# perips_intc

### Placed cells, one colour a class, perips_intc

Scale bar: 20 um.
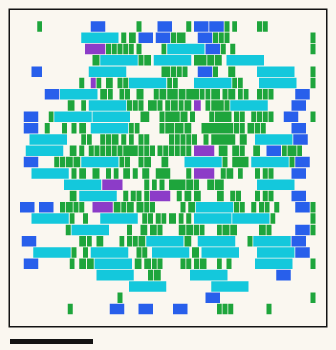

**src/rtl/perips_intc.sv**
```systemverilog
// perips_intc: memory-mapped interrupt controller with per-source enable,
// level/rising-edge trigger selection and a claim/complete handshake.
// Optional feature macro: INTC_PRIORITY_EN adds 4-bit per-source priorities
// (0x14/0x18) and a priority threshold (0x1C).

`ifndef DATA_BUS_WIDTH
`define DATA_BUS_WIDTH 32
`endif

module perips_intc #(
    parameter int NUM_SRC = 8
) (
    input  logic                       clk_i,
    input  logic                       rst_n_i,
    input  logic [7:0]                 addr_i,
    input  logic                       data_rd_i,
    input  logic                       data_we_i,
    input  logic [`DATA_BUS_WIDTH-1:0] data_i,
    output logic [`DATA_BUS_WIDTH-1:0] data_o,
    input  logic [NUM_SRC-1:0]         irq_src_i,
    output logic                       irq_o
);

    localparam int DW = `DATA_BUS_WIDTH;

    localparam logic [7:0] ADDR_EN       = 8'h00;
    localparam logic [7:0] ADDR_PEND     = 8'h04;
    localparam logic [7:0] ADDR_TRIG     = 8'h08;
    localparam logic [7:0] ADDR_CLAIM    = 8'h0C;
    localparam logic [7:0] ADDR_COMPLETE = 8'h10;

    typedef enum logic {
        S_IDLE = 1'b0,
        S_BUSY = 1'b1
    } state_t;

    state_t               r_state;
    logic [4:0]           r_active_id;
    logic                 r_irq;
    logic [NUM_SRC-1:0]   r_en;
    logic [NUM_SRC-1:0]   r_trig;
    logic [NUM_SRC-1:0]   r_pend;
    logic [NUM_SRC-1:0]   r_src_q;
    logic [DW-1:0]        r_data;

    logic                 w_we_en;
    logic                 w_we_pend;
    logic                 w_we_trig;
    logic                 w_we_complete;
    logic                 w_rd_claim;
    logic [NUM_SRC-1:0]   w_req;
    logic [NUM_SRC-1:0]   w_pend_nxt;
    logic                 w_found;
    logic [4:0]           w_win_id;
    logic                 w_claim_take;
    logic                 w_complete_ok;
    logic [DW-1:0]        w_rd_data;
    logic                 w_unused;

    assign w_we_en       = data_we_i && (addr_i == ADDR_EN);
    assign w_we_pend     = data_we_i && (addr_i == ADDR_PEND);
    assign w_we_trig     = data_we_i && (addr_i == ADDR_TRIG);
    assign w_we_complete = data_we_i && (addr_i == ADDR_COMPLETE);
    assign w_rd_claim    = data_rd_i && (addr_i == ADDR_CLAIM);
    assign w_req         = r_en & r_pend;
    assign w_unused      = &{1'b0, data_i};

`ifdef INTC_PRIORITY_EN
    localparam logic [7:0] ADDR_PRIO0  = 8'h14;
    localparam logic [7:0] ADDR_PRIO1  = 8'h18;
    localparam logic [7:0] ADDR_THRESH = 8'h1C;

    // Only nibbles of implemented sources are storable; IDs above 16 have no
    // priority slot, so they read as priority 0 and never interrupt.
    function automatic logic [63:0] prio_mask();
        logic [63:0] m;
        m = '0;
        for (int n = 0; n < 16; n++) begin
            if (n < NUM_SRC) m[n*4 +: 4] = 4'hF;
        end
        return m;
    endfunction

    localparam logic [63:0] PRIO_MASK = prio_mask();

    logic [63:0] r_prio;
    logic [3:0]  r_thresh;
    logic [3:0]  w_prio [NUM_SRC];
    logic [3:0]  w_best;

    // Unpack the priority words into one nibble per source
    always_comb begin
        for (int i = 0; i < NUM_SRC; i++) begin
            w_prio[i] = (i < 16) ? r_prio[(i % 16)*4 +: 4] : 4'd0;
        end
    end

    // Priority and threshold registers
    always_ff @(posedge clk_i or negedge rst_n_i) begin
        if (!rst_n_i) begin
            r_prio   <= '0;
            r_thresh <= '0;
        end else if (data_we_i) begin
            if (addr_i == ADDR_PRIO0)  r_prio[31:0]  <= data_i[31:0] & PRIO_MASK[31:0];
            if (addr_i == ADDR_PRIO1)  r_prio[63:32] <= data_i[31:0] & PRIO_MASK[63:32];
            if (addr_i == ADDR_THRESH) r_thresh      <= data_i[3:0];
        end
    end

    // Winner: strictly above threshold, highest priority, ties to lowest ID
    always_comb begin
        w_found  = 1'b0;
        w_win_id = '0;
        w_best   = r_thresh;
        for (int i = 0; i < NUM_SRC; i++) begin
            if (w_req[i] && (w_prio[i] > w_best)) begin
                w_found  = 1'b1;
                w_win_id = 5'(i + 1);
                w_best   = w_prio[i];
            end
        end
    end
`else
    // Winner: lowest enabled pending ID (scan downward so the lowest sticks)
    always_comb begin
        w_found  = 1'b0;
        w_win_id = '0;
        for (int i = NUM_SRC - 1; i >= 0; i--) begin
            if (w_req[i]) begin
                w_found  = 1'b1;
                w_win_id = 5'(i + 1);
            end
        end
    end
`endif

    assign w_claim_take  = w_rd_claim && (r_state == S_IDLE) && w_found;
    assign w_complete_ok = w_we_complete && (r_state == S_BUSY) && (data_i[4:0] == r_active_id);

    // Next pending: level bits mirror the line, edge bits latch with set over clear
    always_comb begin
        w_pend_nxt = r_pend;
        for (int i = 0; i < NUM_SRC; i++) begin
            if (r_trig[i]) begin
                if (w_we_pend && data_i[i])                      w_pend_nxt[i] = 1'b0;
                if (w_claim_take && (w_win_id == 5'(i + 1)))     w_pend_nxt[i] = 1'b0;
                if (irq_src_i[i] && !r_src_q[i])                 w_pend_nxt[i] = 1'b1;
            end else begin
                w_pend_nxt[i] = irq_src_i[i];
            end
        end
    end

    // Read mux; CLAIM reports the view of the current state
    always_comb begin
        w_rd_data = '0;
        case (addr_i)
            ADDR_EN:     w_rd_data = DW'(r_en);
            ADDR_PEND:   w_rd_data = DW'(r_pend);
            ADDR_TRIG:   w_rd_data = DW'(r_trig);
            ADDR_CLAIM:  w_rd_data = (r_state == S_BUSY) ? DW'(r_active_id)
                                   : (w_found ? DW'(w_win_id) : '0);
`ifdef INTC_PRIORITY_EN
            ADDR_PRIO0:  w_rd_data = DW'(r_prio[31:0]);
            ADDR_PRIO1:  w_rd_data = DW'(r_prio[63:32]);
            ADDR_THRESH: w_rd_data = DW'(r_thresh);
`endif
            default:     w_rd_data = '0;
        endcase
    end

    // Delay the raw lines one cycle for edge detection
    always_ff @(posedge clk_i or negedge rst_n_i) begin
        if (!rst_n_i) r_src_q <= '0;
        else          r_src_q <= irq_src_i;
    end

    // Enable and trigger-mode registers, masked to implemented sources
    always_ff @(posedge clk_i or negedge rst_n_i) begin
        if (!rst_n_i) begin
            r_en   <= '0;
            r_trig <= '0;
        end else begin
            if (w_we_en)   r_en   <= data_i[NUM_SRC-1:0];
            if (w_we_trig) r_trig <= data_i[NUM_SRC-1:0];
        end
    end

    // Pending register, latched independently of the enables
    always_ff @(posedge clk_i or negedge rst_n_i) begin
        if (!rst_n_i) r_pend <= '0;
        else          r_pend <= w_pend_nxt;
    end

    // Claim/complete FSM with the registered CPU interrupt
    always_ff @(posedge clk_i or negedge rst_n_i) begin
        if (!rst_n_i) begin
            r_state     <= S_IDLE;
            r_active_id <= '0;
            r_irq       <= 1'b0;
        end else begin
            r_irq <= (r_state == S_IDLE) && w_found;
            case (r_state)
                S_IDLE: begin
                    if (w_claim_take) begin
                        r_state     <= S_BUSY;
                        r_active_id <= w_win_id;
                    end
                end
                S_BUSY: begin
                    if (w_complete_ok) begin
                        r_state     <= S_IDLE;
                        r_active_id <= '0;
                    end
                end
                default: r_state <= S_IDLE;
            endcase
        end
    end

    // Read data register, updated only on a read strobe
    always_ff @(posedge clk_i or negedge rst_n_i) begin
        if (!rst_n_i)       r_data <= '0;
        else if (data_rd_i) r_data <= w_rd_data;
    end

    assign data_o = r_data;
    assign irq_o  = r_irq;

endmodule

```
**config.mk**
```make
export PLATFORM = sky130hd
export DESIGN_NAME = perips_intc
export DESIGN_NICKNAME = d
export VERILOG_FILES = /design/src/rtl/perips_intc.sv
export SDC_FILE = /design/constraint.sdc
export NUM_CORES = 1
export LEC_CHECK = 0
export ABC_AREA = 1
export CAP_MARGIN = 5
export CORE_MARGIN = 2
export CORE_UTILIZATION = 49
export CTS_CLUSTER_DIAMETER = 200
export CTS_CLUSTER_SIZE = 14
export DETAILED_ROUTE_END_ITERATION = 8
export PLACE_DENSITY = 0.85
export SLEW_MARGIN = 20
export SYNTH_ARGS = -nofsm -noshare
export SYNTH_HDL_FRONTEND = slang
export SYNTH_SLANG_ARGS = --single-unit
export TNS_END_PERCENT = 20
```
**constraint.sdc**
```tcl
create_clock -name clk_i -period 3.2 [get_ports clk_i]
set_input_delay 0.64 -clock clk_i [delete_from_list [all_inputs] [get_ports clk_i]]
set_output_delay 0.64 -clock clk_i [all_outputs]
set_load 0.03 [all_outputs]
```
# dispense_driver_flat

[src/rtl/dispense_if.sv]
// Controller-side bundle for dispense_driver: vend/change events in, actuator drives and status out.
interface dispense_if #(
    parameter int QDEPTH = 4
);
    localparam int PW = $clog2(QDEPTH) + 1;

    logic          vend;
    logic [1:0]    change;
    logic          solenoid;
    logic          eject;
    logic          busy;
    logic [PW-1:0] pending;
    logic          overflow;
    logic          illegal;

    modport master (
        output vend, change,
        input  solenoid, eject, busy, pending, overflow, illegal
    );

    modport slave (
        input  vend, change,
        output solenoid, eject, busy, pending, overflow, illegal
    );
endinterface

[src/rtl/dispense_driver.sv]
// Queues vend/refund events from the coin controller and replays them as timed
// solenoid and coin-ejector pulses with guaranteed low gaps between pulses.
module dispense_driver #(
    parameter int VEND_CYCLES  = 8,
    parameter int EJECT_CYCLES = 4,
    parameter int GAP_CYCLES   = 2,
    parameter int QDEPTH       = 4
) (
    input  logic      clk,
    input  logic      rst,
    dispense_if.slave bus
);
    localparam int PW   = $clog2(QDEPTH) + 1;
    localparam int AW   = $clog2(QDEPTH);
    localparam int MAXC = (VEND_CYCLES > EJECT_CYCLES)
                          ? ((VEND_CYCLES > GAP_CYCLES) ? VEND_CYCLES : GAP_CYCLES)
                          : ((EJECT_CYCLES > GAP_CYCLES) ? EJECT_CYCLES : GAP_CYCLES);
    localparam int CW   = (MAXC > 1) ? $clog2(MAXC) : 1;

    localparam logic [CW-1:0] VEND_LAST  = CW'(VEND_CYCLES - 1);
    localparam logic [CW-1:0] EJECT_LAST = CW'(EJECT_CYCLES - 1);
    localparam logic [CW-1:0] GAP_LAST   = CW'(GAP_CYCLES - 1);
    localparam logic [PW-1:0] FULL_CNT   = PW'(QDEPTH);

    typedef enum logic [2:0] {IDLE, VEND, VGAP, EJECT, EGAP} state_t;

    // S0: input capture, isolates the controller's combinational outputs
    logic          vend_q;
    logic [1:0]    chg_q;

    logic [2:0]    fifo_q [QDEPTH];
    logic [PW-1:0] wr_q, wr_d;
    logic [PW-1:0] rd_q, rd_d;

    state_t        state_q, state_d;
    logic [CW-1:0] cnt_q, cnt_d;
    logic [1:0]    coins_q, coins_d;

    logic          solenoid_q, eject_q, busy_q, ovf_q, ill_q;

    logic [1:0]    chg_eff;
    logic          push, pop, push_ok, drop;
    logic [PW-1:0] pending;
    logic          empty, full;
    logic [2:0]    head;

    // Illegal refund code carries no coins but a vend in the same sample still counts
    assign chg_eff = (chg_q == 2'b11) ? 2'b00 : chg_q;
    assign push    = vend_q | (chg_eff != 2'b00);
    assign pending = wr_q - rd_q;
    assign empty   = (pending == '0);
    assign full    = (pending == FULL_CNT);
    assign head    = fifo_q[rd_q[AW-1:0]];
    assign push_ok = push & (~full | pop);
    assign drop    = push & full & ~pop;
    assign wr_d    = push_ok ? wr_q + PW'(1) : wr_q;
    assign rd_d    = pop ? rd_q + PW'(1) : rd_q;

    always_comb begin
        state_d = state_q;
        cnt_d   = cnt_q + CW'(1);
        coins_d = coins_q;
        pop     = 1'b0;
        case (state_q)
            IDLE: begin
                cnt_d = '0;
                if (!empty) begin
                    pop     = 1'b1;
                    coins_d = head[1:0];
                    if (head[2])
                        state_d = VEND;
                    else if (head[1:0] != 2'b00)
                        state_d = EJECT;
                end
            end
            VEND: begin
                if (cnt_q == VEND_LAST) begin
                    state_d = VGAP;
                    cnt_d   = '0;
                end
            end
            EJECT: begin
                if (cnt_q == EJECT_LAST) begin
                    state_d = EGAP;
                    cnt_d   = '0;
                    coins_d = coins_q - 2'd1;
                end
            end
            VGAP, EGAP: begin
                if (cnt_q == GAP_LAST) begin
                    state_d = (coins_q != 2'b00) ? EJECT : IDLE;
                    cnt_d   = '0;
                end
            end
            default: begin
                state_d = IDLE;
                cnt_d   = '0;
            end
        endcase
    end

    always_ff @(posedge clk or negedge rst) begin
        if (!rst) begin
            vend_q     <= 1'b0;
            chg_q      <= 2'b00;
            wr_q       <= '0;
            rd_q       <= '0;
            state_q    <= IDLE;
            cnt_q      <= '0;
            coins_q    <= 2'b00;
            solenoid_q <= 1'b0;
            eject_q    <= 1'b0;
            busy_q     <= 1'b0;
            ovf_q      <= 1'b0;
            ill_q      <= 1'b0;
        end else begin
            vend_q     <= bus.vend;
            chg_q      <= bus.change;
            wr_q       <= wr_d;
            rd_q       <= rd_d;
            state_q    <= state_d;
            cnt_q      <= cnt_d;
            coins_q    <= coins_d;
            // Drives follow the next state so the pulse is aligned with the state itself
            solenoid_q <= (state_d == VEND);
            eject_q    <= (state_d == EJECT);
            busy_q     <= (state_q != IDLE) || (pending != '0);
            ovf_q      <= ovf_q | drop;
            ill_q      <= ill_q | (chg_q == 2'b11);
        end
    end

    // FIFO storage is data only; emptiness is defined by the pointers
    always_ff @(posedge clk) begin
        if (push_ok)
            fifo_q[wr_q[AW-1:0]] <= {vend_q, chg_eff};
    end

    assign bus.solenoid = solenoid_q;
    assign bus.eject    = eject_q;
    assign bus.busy     = busy_q;
    assign bus.pending  = pending;
    assign bus.overflow = ovf_q;
    assign bus.illegal  = ill_q;
endmodule

[src/flat_wrapper.sv]
// flat-port wrapper written by rule: the top's interface ports become plain ports
module dispense_driver_flat 
#(
    parameter int VEND_CYCLES  = 8,
    parameter int EJECT_CYCLES = 4,
    parameter int GAP_CYCLES   = 2,
    parameter int QDEPTH       = 4
)
  (clk, rst, bus_vend, bus_change, bus_solenoid, bus_eject, bus_busy, bus_pending, bus_overflow, bus_illegal);
  dispense_if #(.QDEPTH(QDEPTH)) bus_i ();
  input  logic clk;
  input  logic rst;
  input wire logic [$bits(bus_i.vend)-1:0] bus_vend;
  input wire logic [$bits(bus_i.change)-1:0] bus_change;
  output wire logic [$bits(bus_i.solenoid)-1:0] bus_solenoid;
  output wire logic [$bits(bus_i.eject)-1:0] bus_eject;
  output wire logic [$bits(bus_i.busy)-1:0] bus_busy;
  output wire logic [$bits(bus_i.pending)-1:0] bus_pending;
  output wire logic [$bits(bus_i.overflow)-1:0] bus_overflow;
  output wire logic [$bits(bus_i.illegal)-1:0] bus_illegal;
  assign bus_i.vend = bus_vend;
  assign bus_i.change = bus_change;
  assign bus_solenoid = bus_i.solenoid;
  assign bus_eject = bus_i.eject;
  assign bus_busy = bus_i.busy;
  assign bus_pending = bus_i.pending;
  assign bus_overflow = bus_i.overflow;
  assign bus_illegal = bus_i.illegal;
  dispense_driver #(.VEND_CYCLES(VEND_CYCLES), .EJECT_CYCLES(EJECT_CYCLES), .GAP_CYCLES(GAP_CYCLES), .QDEPTH(QDEPTH)) u_core (.clk(clk), .rst(rst), .bus(bus_i));
endmodule
[config.mk]
export PLATFORM = sky130hd
export DESIGN_NAME = dispense_driver_flat
export DESIGN_NICKNAME = d
export VERILOG_FILES = /design/src/rtl/dispense_if.sv /design/src/rtl/dispense_driver.sv /design/src/flat_wrapper.sv
export SDC_FILE = /design/constraint.sdc
export NUM_CORES = 1
export LEC_CHECK = 0
export ABC_AREA = 0
export ABC_CLOCK_PERIOD_IN_PS = 3300
export CAP_MARGIN = 10
export CORE_UTILIZATION = 40
export CTS_CLUSTER_DIAMETER = 60
export DETAILED_ROUTE_END_ITERATION = 10
export GPL_TIMING_DRIVEN = 0
export REMOVE_ABC_BUFFERS = 1
export SLEW_MARGIN = 20
export SYNTH_ARGS = -nofsm -noshare
export SYNTH_HDL_FRONTEND = slang
export SYNTH_SLANG_ARGS = --single-unit
[constraint.sdc]
create_clock -name clk -period 3.3 [get_ports clk]
set_input_delay 0.825 -clock clk [delete_from_list [all_inputs] [get_ports clk]]
set_output_delay 0.825 -clock clk [all_outputs]
set_load 0.05 [all_outputs]

## Gallery

Routing congestion map.
picture 1
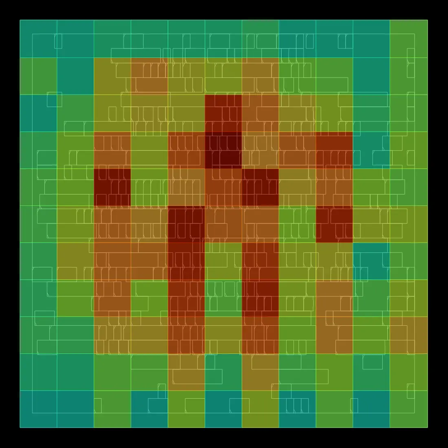
picture 2
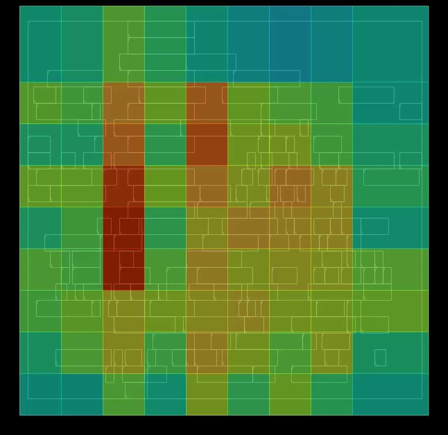
- highest utilization: picture 1
- highest track usage: picture 1
For dispense_driver_flat, see picture 2.
For perips_intc, see picture 1.

### Register map, names as in the netlist, dispense_driver_flat

Scale bar: 20 um. Other sequential cells in the stronger grey, the rest of the logic in the fainter grey.
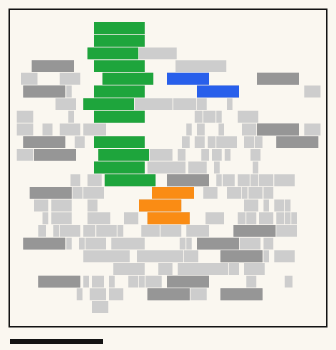
Key: green = `u_core.fifo_q` [sequential cells 12]; orange = `u_core.rd_q` [sequential cells 3]; blue = `u_core.coins_q` [sequential cells 2]

==> impl_metrics.ini, dispense_driver_flat <==
; implementation run metrics
[logic_synthesis]
synth_chip_area_um2 = 1730
most_common_cell = dfrtp_1
ys_async_sr_fraction = 0.647
xor_area_frac = 0.0412
edf_count = 12

[sta]
setup_total_negative_slack_ps = 0
fin_crit_ps = 3150
report.final.slew_viol_count = 0

[final_layout]
flow.area_growth_from_synthesis_pct = 17.2
mostFrequentLayoutCell = dfrtp_1
diodes = 0
layout.clock.cell_area_share = 0.0678
mi_logic_area_um2 = 748

[global_routing]
grt_use_met3 = 0.0355
grt_antenna_before_repair = 0
grt_util_met1 = 0.140
global_route_wire_length_before_repair_um = 4290
grt-ovfl-total = 0
largest_net_degree_at_the_start_of_global_routing = 23

[setup_path]
crit_fanout = 6
cp_num_cells = 4

[clock_network]
cts.clk_slew.worst_paths_ps = 70
insertion_delay_ps = 280

[die]
core-area_um2 = 4090
die_area_um2 = 4600

[run_status]
run_status = complete, no violations

[drt]
drt_pass1_iterations = 3
routed_via_density = 4.94
drc = 0

[placement]
number_of_port_buffers = 12
### Cell sizes after repair, perips_intc

Scale bar: 20 um.
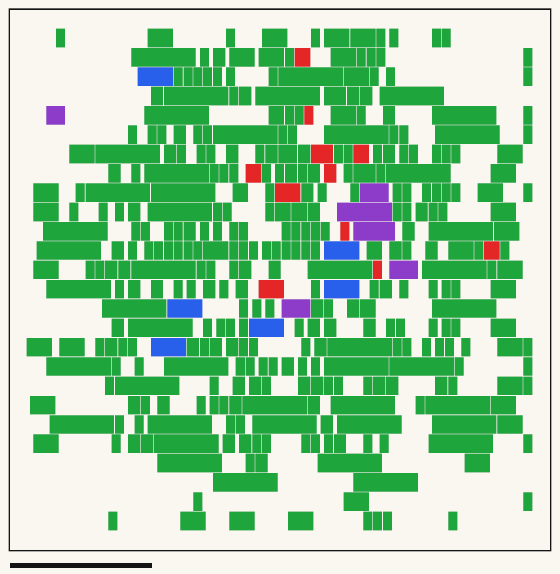
Key: red = drive 2 [cells 11]; purple = drive 3 to 4 [cells 6]; blue = drive 6 and up [cells 6]; green = drive 1 or less [cells 354]

About 'Placed cells, one colour a class' of perips_intc:
Key: cyan = flops [cells 46, share of their area 40%]; green = all other logic [cells 287, share of their area 44%]; blue = other buffers and delay cells [cells 36, share of their area 12%]; purple = clock drivers and dummy loads [cells 8, share of their area 3.2%]

==> impl_metrics.ini, perips_intc <==
; implementation run metrics
[run_status]
run_status = complete, no violations

[final_layout]
nets = 428
mostFrequentLayoutCell = nand2_1
dominant-cell-class = flip-flops and latches
instances_no_fill = 447
seq_area_frac = 0.389

[die]
tap_cells = 70
die.size.x_um = 76.0
die_area_um2 = 5780

[logic_synthesis]
yosys-top-cells-area = dfrtp_1 45%, nand2_1 19%, buf_4 7.1%
post_synth_instance_area_um2 = 2540
ys_async_sr_fraction = 1.00
synth_instances = 337
synth.yosys.warnings = 0

[drt]
drt_pass1_iterations = 5
drc = 0
final_antenna_net_count = 0

[setup_path]
reg2reg_from = r_pend[0]$_DFFE_PN0P_

[worst_hold_path]
hp-class = in -> async

[clock_network]
cts_hold_repair.buffers = 0

[placement]
dp_hpwl_um = 4360

[global_routing]
grt_antenna_before_repair = 0

[sta]
fin_crit_ps = 2210

# load_store_unit

### Cell sizes after repair, load_store_unit

Scale bar: 50 um.
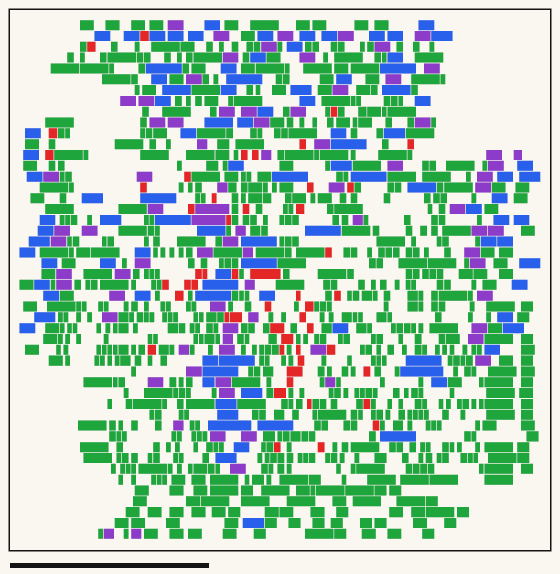

===== config.mk =====
export PLATFORM = sky130hd
export DESIGN_NAME = load_store_unit
export DESIGN_NICKNAME = d
export VERILOG_FILES = /design/src/rtl/load_store_unit.sv
export SDC_FILE = /design/constraint.sdc
export NUM_CORES = 1
export LEC_CHECK = 0
export ABC_AREA = 1
export CORE_MARGIN = 2
export CORE_UTILIZATION = 31
export DETAILED_ROUTE_END_ITERATION = 10
export GPL_TIMING_DRIVEN = 0
export SYNTH_ARGS = -nofsm -noshare
export SYNTH_HDL_FRONTEND = slang
export SYNTH_SLANG_ARGS = --single-unit

===== constraint.sdc =====
create_clock -name clk_i -period 1.6 [get_ports clk_i]
set_input_delay 0.32 -clock clk_i [delete_from_list [all_inputs] [get_ports clk_i]]
set_output_delay 0.32 -clock clk_i [all_outputs]
set_load 0.05 [all_outputs]

===== src/rtl/load_store_unit.sv =====
// RV32I load/store unit in front of a word-only data memory: RMW for SB/SH, extended loads.
// Optional build macro MISALIGN_TRAP_EN: misaligned H/W accesses return an error instead.
module load_store_unit #(
  parameter int unsigned DATA_WIDTH = 32,
  parameter int unsigned ADDR_WIDTH = 32,
  parameter logic [ADDR_WIDTH-1:0] DMEM_BASE = 32'h0200_0000
) (
  input  logic                  clk_i,
  input  logic                  rst_i,
  input  logic                  req_valid_i,
  output logic                  req_ready_o,
  input  logic                  req_we_i,
  input  logic [2:0]            req_funct3_i,
  input  logic [ADDR_WIDTH-1:0] req_addr_i,
  input  logic [DATA_WIDTH-1:0] req_wdata_i,
  output logic                  resp_valid_o,
  output logic [DATA_WIDTH-1:0] resp_rdata_o,
  output logic                  resp_err_o,
  output logic                  mem_wr_en_o,
  output logic [ADDR_WIDTH-1:0] mem_addr_o,
  output logic [DATA_WIDTH-1:0] mem_wr_data_o,
  input  logic [DATA_WIDTH-1:0] mem_rd_data_i
);

  typedef enum logic [1:0] {StIdle, StLoad, StRmwRd, StWrite} state_e;

  state_e                state_q, state_d;
  logic [ADDR_WIDTH-1:0] addr_q, addr_d, req_addr_adj;
  logic [2:0]            funct3_q, funct3_d;
  logic [DATA_WIDTH-1:0] wdata_q, wdata_d;
  logic [DATA_WIDTH-1:0] resp_rdata_q, resp_rdata_d;
  logic                  resp_valid_q, resp_valid_d;
  logic                  resp_err_q, resp_err_d;
  logic [DATA_WIDTH-1:0] load_ext, merged;
  logic [7:0]            byte_sel;
  logic [15:0]           half_sel;
  logic                  is_half, is_word, bad_funct3, misalign_err, req_err;

  assign is_half    = (req_funct3_i[1:0] == 2'b01);
  assign is_word    = (req_funct3_i[1:0] == 2'b10);
  assign bad_funct3 = (req_funct3_i == 3'b011) || (req_funct3_i == 3'b110) ||
                      (req_funct3_i == 3'b111);

`ifdef MISALIGN_TRAP_EN
  assign misalign_err = (is_half && req_addr_i[0]) || (is_word && (req_addr_i[1:0] != 2'b00));
  assign req_addr_adj = req_addr_i;
`else
  assign misalign_err = 1'b0;
  // Misaligned accesses are silently aligned down to their natural boundary.
  always_comb begin
    req_addr_adj = req_addr_i;
    if (is_half) req_addr_adj[0] = 1'b0;
    if (is_word) req_addr_adj[1:0] = 2'b00;
  end
`endif

  assign req_err = (req_addr_i < DMEM_BASE) || bad_funct3 || (req_we_i && req_funct3_i[2]) ||
                   misalign_err;

  // Lane extraction for loads and lane merge for sub-word stores.
  always_comb begin
    unique case (addr_q[1:0])
      2'b00:   byte_sel = mem_rd_data_i[7:0];
      2'b01:   byte_sel = mem_rd_data_i[15:8];
      2'b10:   byte_sel = mem_rd_data_i[23:16];
      default: byte_sel = mem_rd_data_i[31:24];
    endcase
    half_sel = addr_q[1] ? mem_rd_data_i[31:16] : mem_rd_data_i[15:0];

    case (funct3_q)
      3'b000:  load_ext = {{24{byte_sel[7]}}, byte_sel};
      3'b001:  load_ext = {{16{half_sel[15]}}, half_sel};
      3'b100:  load_ext = {24'h0, byte_sel};
      3'b101:  load_ext = {16'h0, half_sel};
      default: load_ext = mem_rd_data_i;
    endcase

    merged = mem_rd_data_i;
    if (funct3_q[0]) begin
      if (addr_q[1]) merged[31:16] = wdata_q[15:0];
      else           merged[15:0]  = wdata_q[15:0];
    end else begin
      unique case (addr_q[1:0])
        2'b00:   merged[7:0]   = wdata_q[7:0];
        2'b01:   merged[15:8]  = wdata_q[7:0];
        2'b10:   merged[23:16] = wdata_q[7:0];
        default: merged[31:24] = wdata_q[7:0];
      endcase
    end
  end

  always_comb begin
    state_d      = state_q;
    addr_d       = addr_q;
    funct3_d     = funct3_q;
    wdata_d      = wdata_q;
    resp_valid_d = 1'b0;
    resp_err_d   = 1'b0;
    resp_rdata_d = '0;
    unique case (state_q)
      StIdle: begin
        if (req_valid_i) begin
          addr_d   = req_addr_adj;
          funct3_d = req_funct3_i;
          wdata_d  = req_wdata_i;
          if (req_err) begin
            resp_valid_d = 1'b1;
            resp_err_d   = 1'b1;
          end else if (!req_we_i) begin
            state_d = StLoad;
          end else if (is_word) begin
            state_d = StWrite;
          end else begin
            state_d = StRmwRd;
          end
        end
      end
      StLoad: begin
        resp_valid_d = 1'b1;
        resp_rdata_d = load_ext;
        state_d      = StIdle;
      end
      StRmwRd: begin
        wdata_d = merged;
        state_d = StWrite;
      end
      StWrite: begin
        resp_valid_d = 1'b1;
        state_d      = StIdle;
      end
      default: state_d = StIdle;
    endcase
  end

  always_ff @(posedge clk_i) begin
    if (rst_i) begin
      state_q      <= StIdle;
      addr_q       <= '0;
      funct3_q     <= '0;
      wdata_q      <= '0;
      resp_valid_q <= 1'b0;
      resp_err_q   <= 1'b0;
      resp_rdata_q <= '0;
    end else begin
      state_q      <= state_d;
      addr_q       <= addr_d;
      funct3_q     <= funct3_d;
      wdata_q      <= wdata_d;
      resp_valid_q <= resp_valid_d;
      resp_err_q   <= resp_err_d;
      resp_rdata_q <= resp_rdata_d;
    end
  end

  assign req_ready_o   = (state_q == StIdle);
  assign mem_wr_en_o   = (state_q == StWrite);
  assign mem_addr_o    = (state_q != StIdle) ? {addr_q[ADDR_WIDTH-1:2], 2'b00} : '0;
  assign mem_wr_data_o = (state_q == StWrite) ? wdata_q : '0;
  assign resp_valid_o  = resp_valid_q;
  assign resp_err_o    = resp_err_q;
  assign resp_rdata_o  = resp_rdata_q;

endmodule


# regfile_write_arbiter

==> src/rtl/rfarb_pkg.sv <==
// Shared constants for the register-file write arbiter: default widths, grant encoding, x0 index.
package rfarb_pkg;
  localparam int ADDR_W_DEF = 6;
  localparam int DATA_W_DEF = 32;

  localparam logic GRANT_REQ0 = 1'b0;
  localparam logic GRANT_REQ1 = 1'b1;

  localparam int REG_X0 = 0;
endpackage

==> src/rtl/rfarb_fifo.sv <==
// Per-requester writeback FIFO with head outputs and a per-slot valid/reg view for hazard matching.
// Latency: pushed entry visible at head the cycle after push; push ignored when full, pop ignored when empty.
module rfarb_fifo #(
  parameter int DEPTH = 2,
  parameter int AW    = 6,
  parameter int DW    = 32
) (
  input  logic                      clock,
  input  logic                      reset,
  input  logic                      push,
  input  logic [AW-1:0]             push_reg,
  input  logic [DW-1:0]             push_dat,
  input  logic                      pop,
  output logic                      full,
  output logic                      empty,
  output logic [AW-1:0]             head_reg,
  output logic [DW-1:0]             head_dat,
  output logic [DEPTH-1:0]          ent_vld,
  output logic [DEPTH-1:0][AW-1:0]  ent_reg
);
  localparam int PW = $clog2(DEPTH);

  logic [PW-1:0]            wr_ptr;
  logic [PW-1:0]            rd_ptr;
  logic [DEPTH-1:0]         vld_q;
  logic [DEPTH-1:0][AW-1:0] reg_q;
  logic [DEPTH-1:0][DW-1:0] dat_q;
  logic                     do_push;
  logic                     do_pop;

  // Slot valid bits double as occupancy; wr_ptr==rd_ptr only when all-empty or all-full,
  // so a push and a pop never touch the same slot in one cycle.
  assign full    = &vld_q;
  assign empty   = ~|vld_q;
  assign do_push = push && !full;
  assign do_pop  = pop && !empty;

  always_ff @(posedge clock or posedge reset) begin
    if (reset) begin
      wr_ptr <= '0;
      rd_ptr <= '0;
      vld_q  <= '0;
      reg_q  <= '0;
      dat_q  <= '0;
    end else begin
      if (do_push) begin
        reg_q[wr_ptr] <= push_reg;
        dat_q[wr_ptr] <= push_dat;
        vld_q[wr_ptr] <= 1'b1;
        wr_ptr        <= wr_ptr + 1'b1;
      end
      if (do_pop) begin
        vld_q[rd_ptr] <= 1'b0;
        rd_ptr        <= rd_ptr + 1'b1;
      end
    end
  end

  assign head_reg = reg_q[rd_ptr];
  assign head_dat = dat_q[rd_ptr];
  assign ent_vld  = vld_q;
  assign ent_reg  = reg_q;
endmodule

==> src/rtl/regfile_write_arbiter.sv <==
// Round-robin share of the register-file write port between two FIFO'd requesters; RegWrite one cycle after accept.
// Backpressure: reqN_ready = FIFO not full. Define RFARB_STATS_EN to add the conflict_count output.
module regfile_write_arbiter
  import rfarb_pkg::*;
#(
  parameter int ADDR_W     = ADDR_W_DEF,
  parameter int DATA_W     = DATA_W_DEF,
  parameter int FIFO_DEPTH = 2
) (
  input  logic              clock,
  input  logic              reset,
  input  logic              req0_valid,
  output logic              req0_ready,
  input  logic [ADDR_W-1:0] req0_reg,
  input  logic [DATA_W-1:0] req0_data,
  input  logic              req1_valid,
  output logic              req1_ready,
  input  logic [ADDR_W-1:0] req1_reg,
  input  logic [DATA_W-1:0] req1_data,
  output logic [ADDR_W-1:0] WriteReg,
  output logic [DATA_W-1:0] WriteData,
  output logic              RegWrite,
  input  logic [ADDR_W-1:0] query_reg,
  output logic              query_pending
`ifdef RFARB_STATS_EN
  ,
  output logic [15:0]       conflict_count
`endif
);
  logic                           full0, full1, empty0, empty1;
  logic                           pop0, pop1, both_vld;
  logic [ADDR_W-1:0]              head0_reg, head1_reg, sel_reg;
  logic [DATA_W-1:0]              head0_dat, head1_dat, sel_dat;
  logic [FIFO_DEPTH-1:0]          ent0_vld, ent1_vld;
  logic [FIFO_DEPTH-1:0][ADDR_W-1:0] ent0_reg, ent1_reg;
  logic                           last_grant;
  logic                           hit;

  assign req0_ready = !full0;
  assign req1_ready = !full1;

  rfarb_fifo #(.DEPTH(FIFO_DEPTH), .AW(ADDR_W), .DW(DATA_W)) u_fifo0 (
    .clock    (clock),
    .reset    (reset),
    .push     (req0_valid),
    .push_reg (req0_reg),
    .push_dat (req0_data),
    .pop      (pop0),
    .full     (full0),
    .empty    (empty0),
    .head_reg (head0_reg),
    .head_dat (head0_dat),
    .ent_vld  (ent0_vld),
    .ent_reg  (ent0_reg)
  );

  rfarb_fifo #(.DEPTH(FIFO_DEPTH), .AW(ADDR_W), .DW(DATA_W)) u_fifo1 (
    .clock    (clock),
    .reset    (reset),
    .push     (req1_valid),
    .push_reg (req1_reg),
    .push_dat (req1_data),
    .pop      (pop1),
    .full     (full1),
    .empty    (empty1),
    .head_reg (head1_reg),
    .head_dat (head1_dat),
    .ent_vld  (ent1_vld),
    .ent_reg  (ent1_reg)
  );

  // Round-robin only matters on contention; an uncontested pop leaves last_grant alone.
  assign both_vld = !empty0 && !empty1;
  assign pop0     = !empty0 && (empty1 || (last_grant != GRANT_REQ0));
  assign pop1     = !empty1 && (empty0 || (last_grant != GRANT_REQ1));
  assign sel_reg  = pop0 ? head0_reg : head1_reg;
  assign sel_dat  = pop0 ? head0_dat : head1_dat;

  always_ff @(posedge clock or posedge reset) begin
    if (reset) begin
      last_grant <= GRANT_REQ1;
      RegWrite   <= 1'b0;
      WriteReg   <= '0;
      WriteData  <= '0;
    end else begin
      if (both_vld) begin
        last_grant <= pop0 ? GRANT_REQ0 : GRANT_REQ1;
      end
      if (pop0 || pop1) begin
        WriteReg  <= sel_reg;
        WriteData <= sel_dat;
        // x0 entries are consumed but never strobe the register file.
        RegWrite  <= (sel_reg != ADDR_W'(REG_X0));
      end else begin
        RegWrite  <= 1'b0;
      end
    end
  end

  always_comb begin
    hit = 1'b0;
    for (int i = 0; i < FIFO_DEPTH; i++) begin
      if (ent0_vld[i] && (ent0_reg[i] == query_reg)) hit = 1'b1;
      if (ent1_vld[i] && (ent1_reg[i] == query_reg)) hit = 1'b1;
    end
    if (RegWrite && (WriteReg == query_reg)) hit = 1'b1;
    query_pending = hit && (query_reg != ADDR_W'(REG_X0));
  end

`ifdef RFARB_STATS_EN
  always_ff @(posedge clock or posedge reset) begin
    if (reset) begin
      conflict_count <= '0;
    end else if (both_vld && (conflict_count != 16'hFFFF)) begin
      conflict_count <= conflict_count + 16'd1;
    end
  end
`endif
endmodule

==> config.mk <==
export PLATFORM = sky130hd
export DESIGN_NAME = regfile_write_arbiter
export DESIGN_NICKNAME = d
export VERILOG_FILES = /design/src/rtl/rfarb_pkg.sv /design/src/rtl/rfarb_fifo.sv /design/src/rtl/regfile_write_arbiter.sv
export SDC_FILE = /design/constraint.sdc
export NUM_CORES = 1
export LEC_CHECK = 0
export ABC_CLOCK_PERIOD_IN_PS = 9600
export CAP_MARGIN = 20
export CORE_UTILIZATION = 50
export CTS_CLUSTER_DIAMETER = 60
export DETAILED_ROUTE_END_ITERATION = 10
export PLACE_DENSITY = 0.74
export SYNTH_ARGS = -nofsm -noshare
export SYNTH_HDL_FRONTEND = slang
export SYNTH_SLANG_ARGS = --single-unit
==> constraint.sdc <==
create_clock -name clock -period 9.6 [get_ports clock]
set_clock_uncertainty 0.15 [all_clocks]
set_input_delay 1.92 -clock clock [delete_from_list [all_inputs] [get_ports clock]]
set_output_delay 1.92 -clock clock [all_outputs]
set_load 0.05 [all_outputs]
# motoro3_step_sequencer

**src/rtl/motoro3_step_sequencer.sv**
```systemverilog
// 12-step commutation sequencer for the 3-phase PWM path: owns step timing, the
// boundary strobes and the weighted per-step position increment (falling-edge logic).
module motoro3_step_sequencer (
  input  logic        clk,
  input  logic        nRst,
  input  logic        m3r_start,
  input  logic        m3r_dir,
  input  logic [3:0]  m3r_startStep,
  input  logic [24:0] m3r_stepPeriod,
  input  logic [15:0] m3r_posBase,
  output logic        pwmActive1,
  output logic [3:0]  sgStep,
  output logic [24:0] m3cnt,
  output logic        m3cntFirst2,
  output logic        m3cntFirst1,
  output logic        m3cntLast2,
  output logic        m3cntLast1,
  output logic [15:0] pwmLENpos,
  output logic [15:0] stepRound
);

  typedef enum logic [1:0] {
    IDLE      = 2'd0,
    RUN       = 2'd1,
    STOP_PEND = 2'd2
  } state_t;

  state_t      state;
  state_t      stateNext;
  logic [24:0] pReg;
  logic [15:0] baseReg;
  logic        dirReg;

  logic        active;
  logic        lastStep;
  logic        startLoad;
  logic        goIdle;
  logic [3:0]  startStepClamped;
  logic [3:0]  stepNext;
  logic        stepWrap;

  // Weight {8,12,16,16,12,8} by step mod 6; the 21-bit product is scaled by 1/16.
  function automatic logic [15:0] shapePos(input logic [3:0] step, input logic [15:0] base);
    logic [4:0]  weight;
    logic [20:0] product;
    case (step)
      4'd0, 4'd5, 4'd6, 4'd11: weight = 5'd8;
      4'd1, 4'd4, 4'd7, 4'd10: weight = 5'd12;
      default:                 weight = 5'd16;
    endcase
    product = {5'd0, base} * {16'd0, weight};
    return (product > 21'h0F_FFFF) ? 16'hFFFF : 16'(product >> 4);
  endfunction

  function automatic logic [24:0] clampPeriod(input logic [24:0] period);
    return (period < 25'd4) ? 25'd4 : period;
  endfunction

  assign active           = (state != IDLE);
  assign lastStep         = active && (m3cnt == pReg - 25'd1);
  assign startLoad        = (state == IDLE) && m3r_start;
  assign goIdle           = lastStep && (stateNext == IDLE);
  assign startStepClamped = (m3r_startStep > 4'd11) ? 4'd0 : m3r_startStep;

  assign pwmActive1  = active;
  assign m3cntFirst2 = active && (m3cnt == 25'd0);
  assign m3cntFirst1 = active && (m3cnt == 25'd1);
  assign m3cntLast2  = active && (m3cnt == pReg - 25'd2);
  assign m3cntLast1  = lastStep;

  // NOTE: every variable gets a default before the case so no latch is inferred.
  always_comb begin
    stateNext = state;
    case (state)
      IDLE:      if (m3r_start) stateNext = RUN;
      RUN:       if (!m3r_start) stateNext = STOP_PEND;
      STOP_PEND: begin
        if (m3r_start)     stateNext = RUN;
        else if (lastStep) stateNext = IDLE;
      end
      default:   stateNext = IDLE;
    endcase
  end

  always_comb begin
    stepNext = sgStep;
    stepWrap = 1'b0;
    if (dirReg) begin
      if (sgStep == 4'd0) begin
        stepNext = 4'd11;
        stepWrap = 1'b1;
      end else begin
        stepNext = sgStep - 4'd1;
      end
    end else if (sgStep >= 4'd11) begin
      stepNext = 4'd0;
      stepWrap = 1'b1;
    end else begin
      stepNext = sgStep + 4'd1;
    end
  end

  // NOTE: sequential state uses non-blocking assignments so all registers see pre-edge values.
  always_ff @(negedge clk or negedge nRst) begin
    if (!nRst) state <= IDLE;
    else       state <= stateNext;
  end

  always_ff @(negedge clk or negedge nRst) begin
    if (!nRst) begin
      sgStep    <= 4'd0;
      m3cnt     <= 25'd0;
      pwmLENpos <= 16'd0;
      stepRound <= 16'd0;
      pReg      <= 25'd4;
      baseReg   <= 16'd0;
      dirReg    <= 1'b0;
    end else if (startLoad) begin
      sgStep    <= startStepClamped;
      m3cnt     <= 25'd0;
      pReg      <= clampPeriod(m3r_stepPeriod);
      baseReg   <= m3r_posBase;
      dirReg    <= m3r_dir;
      pwmLENpos <= shapePos(startStepClamped, m3r_posBase);
    end else if (goIdle) begin
      m3cnt     <= 25'd0;
      pwmLENpos <= 16'd0;
    end else if (lastStep) begin
      // Step boundary: next step's period, base and direction are sampled here.
      m3cnt     <= 25'd0;
      sgStep    <= stepNext;
      pReg      <= clampPeriod(m3r_stepPeriod);
      baseReg   <= m3r_posBase;
      dirReg    <= m3r_dir;
      pwmLENpos <= shapePos(stepNext, m3r_posBase);
      if (stepWrap) stepRound <= stepRound + 16'd1;
    end else if (active) begin
      m3cnt <= m3cnt + 25'd1;
    end
  end

endmodule

```
**config.mk**
```make
export PLATFORM = sky130hd
export DESIGN_NAME = motoro3_step_sequencer
export DESIGN_NICKNAME = d
export VERILOG_FILES = /design/src/rtl/motoro3_step_sequencer.sv
export SDC_FILE = /design/constraint.sdc
export NUM_CORES = 1
export LEC_CHECK = 0
export CORE_MARGIN = 2
export CORE_UTILIZATION = 55
export DETAILED_ROUTE_END_ITERATION = 7
export PLACE_DENSITY = 0.79
export SLEW_MARGIN = 20
export SYNTH_ARGS = -nofsm -noshare
export SYNTH_HDL_FRONTEND = slang
export SYNTH_SLANG_ARGS = --single-unit
```
**constraint.sdc**
```tcl
create_clock -name clk -period 16.8 [get_ports clk]
set_input_delay 2.52 -clock clk [delete_from_list [all_inputs] [get_ports clk]]
set_output_delay 2.52 -clock clk [all_outputs]
set_load 0.1 [all_outputs]
```
### Register map, names as in the netlist, motoro3_step_sequencer

Scale bar: 50 um. Other sequential cells in the stronger grey, the rest of the logic in the fainter grey.
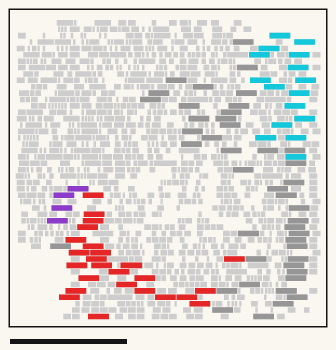
Key: purple = `sgStep` [sequential cells 4, where middle left]; red = `pReg` [sequential cells 25]; cyan = `stepRound` [sequential cells 16, where upper right]

### Selected gate families, motoro3_step_sequencer

Scale bar: 50 um.
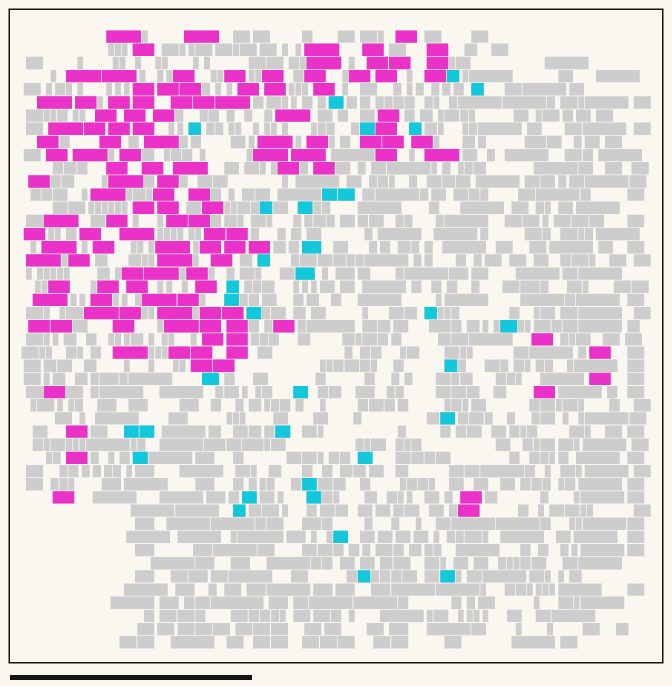
Key: magenta = adder and majority cells [cells 132]; cyan = AND-OR and OR-AND gates [cells 34]

==> impl_metrics.ini, motoro3_step_sequencer <==
; implementation run metrics
[run_status]
run_status = complete, no violations

[sta]
setup_viol_count_final = 0
rsz0062_at_grt = no
fin_ws_ps = 502
worst_slew_pin_slew_ps = 1050

[power]
pwr_density_cell_nw_per_um2 = 206
seq_power_uw = 324
comb_power_share = 0.769
report.power.total_uw = 2270
p_comb_uw = 1750
power-top-group = combinational cells

[clock_network]
clock_tree.htree_level_count = 3
cts_hold_repair.buffers = 0
tritoncts = yes

[logic_synthesis]
most_common_cell = nand2_1
yosys.cell_types.count = 72
netlist_logic_family_top = simple AND/OR/NAND/NOR gates
synth.cellmix.compoundShare = 0.125
post_synth_top_area_share = 0.234

[setup_path]
cp-end-kind = flop
cp.buffers_inverters = 4
cpMostUsedCell = ha_1
crit_start = m3r_startStep[2]
rr_worst_depth = 25

[final_layout]
buffers_excl_clock = 132
diodes = 0
comb_area_share = 0.604
comb.multi_input.count = 876
final_core_utilization = 0.662
seq_area_frac = 0.202
flow.area_growth_from_synthesis_pct = 17.3

[worst_hold_path]
timing.hold.worst_endpoint = stepRound[15]$_DFFE_NN0P_
hold_start = stepRound[15]$_DFFE_NN0P_
hold_path_depth = 1

[placement]
placed_cells_incl_taps = 1395

[global_routing]
grt_antenna_before_repair = 0
globalRouteMet2Util = 0.452
global_route_wire_length_before_repair_um = 41600

[job]
warning_count = 32

[drt]
final_antenna_net_count = 0
via_count = 8531
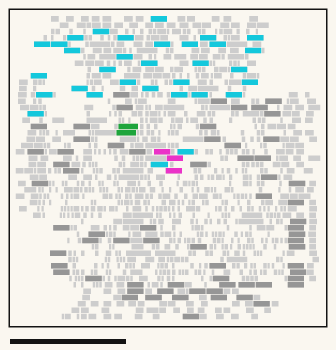
*Register map, names as in the netlist, load_store_unit*
Scale bar: 50 um. Other sequential cells in the stronger grey, the rest of the logic in the fainter grey.
Key: cyan = `addr_q` [sequential cells 32, where a band across the top]; green = `state_q` [sequential cells 2]; magenta = `funct3_q` [sequential cells 3]
Another 66 sequential cells are not coloured.

### Placed cells, one colour a class, load_store_unit

Scale bar: 50 um.
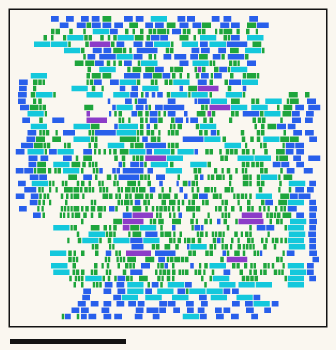
Key: purple = clock drivers and dummy loads [cells 15, share of their area 3.6%]; cyan = flops [cells 103, share of their area 24%]; green = all other logic [cells 687, share of their area 41%]; blue = other buffers and delay cells [cells 271, share of their area 32%]

## Picture notes: 'Cell sizes after repair' of load_store_unit
Key: purple = drive 3 to 4 [cells 80]; red = drive 2 [cells 51]; blue = drive 6 and up [cells 99]; green = drive 1 or less [cells 846]

==> impl_metrics.ini, load_store_unit <==
; implementation run metrics
[run_status]
run_status = finished, violations left
violations = negative setup slack

[clock_network]
cts_hold_repair.buffers = 0
cts.sink_count = 103
clk_root_buffer_cell = clkbuf_16
tritoncts = yes

[power]
pwr_density_cell_nw_per_um2 = 837
power.share.sequential = 0.381
clk_pwr_uw = 2380
internal-power_uw = 4980
switching_share = 0.335

[drt]
drt_iter0_drc = 536
final_antenna_net_count = 0

[logic_synthesis]
ys_seq_share = 0.383
synth-cells-yosys = 842
post_synth_top_area_share = 0.383
ys_async_sr_fraction = 0
synth_area_leader_cell = dfxtp_1

[die]
i_o_pin_cnt = 203
die_area_um2 = 18400
tap_cells = 225

[sta]
setup_viol_count_final = 63
fin_ws_ps = -168

[final_layout]
final_layout_size_suffix_gt1_frac = 0.214
n_fill_cell = 1701
nets = 1175
nClkBuffers = 9

[setup_path]
critPathArrivalTime_ps = 1450
cpMostUsedCell = buf_6
crit_fanout = 5
r2r-end = wdata_q[9]$_SDFFE_PP0P_
reg2reg_setup_slack_ps = 90

[global_routing]
grt-ovfl-total = 0

[worst_hold_path]
hold_path_depth = 2
### Placed cells, one colour a class, regfile_write_arbiter

Scale bar: 50 um.
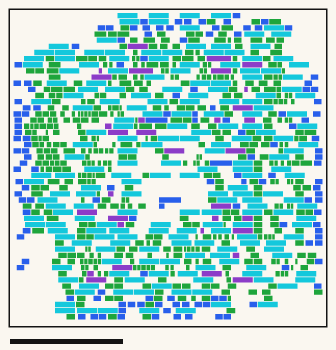
Key: purple = clock drivers and dummy loads [cells 32, share of their area 5.4%]; cyan = flops [cells 200, share of their area 45%]; blue = other buffers and delay cells [cells 135, share of their area 13%]; green = all other logic [cells 466, share of their area 37%]

==> impl_metrics.ini, regfile_write_arbiter <==
; implementation run metrics
[logic_synthesis]
synth-cells-yosys = 719
ys_sh_simple = 0.0453
multiplexer_share_of_the_synthesized_area = 0.277
synth.yosys.warnings = 0
synthesis.nets = 805

[setup_path]
reg2reg_from = u_fifo1.ent_vld[1]$_DFF_PP0_
setup.worst_path.start_class = primary input
cp-end-kind = primary output
required_ps = 7530

[global_routing]
grt_util_met1 = 0.303
globalRouteMet2Util = 0.387
first_global_vias = 6598
grt_use_met3 = 0.0385

[die]
row_count = 50
i_o_pin_cnt = 128
die_area_um2 = 19600

[placement]
post_dp_cell_area_um2 = 10800

[final_layout]
mostFrequentLayoutCell = dfrtp_1
seq_area_frac = 0.440
final_layout_size_suffix_gt1_frac = 0.312
layout.clock.cell_area_share = 0.0524

[power]
vdd_ir_drop_max_v = 0.000232
report.power.total_uw = 4650

[clock_network]
insertion_delay_ps = 440
tritoncts = yes
clk_root_buffer_cell = clkbuf_16
cts_hold_repair.buffers = 0

[sta]
setup_viol_count_final = 0
max_slew_margin = 0.284
post_layout_period_usage = 0.660

[drt]
drt_iter0_drc = 277
detail_route.wirelength_um = 21500

[run_status]
run_status = complete, no violations

[worst_hold_path]
hold_path_depth = 1


==> notes/layouts.md <==
Pictures saved along the way, in no particular order.

Routing congestion map.
image #1
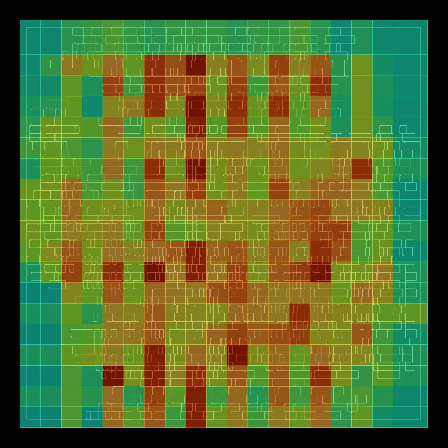
image #2
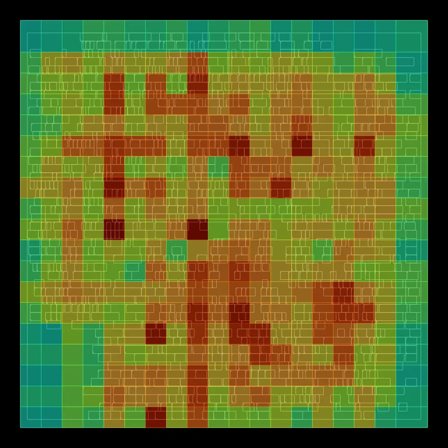
image #3
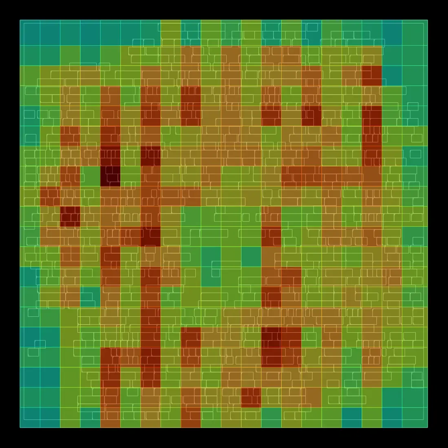
| from | picture |
|---|---|
| motoro3_step_sequencer | image #2 |
| load_store_unit | image #1 |
| regfile_write_arbiter | image #3 |
- lowest utilization: image #1
- highest track usage: image #2

Power and IR drop assume default switching activity.
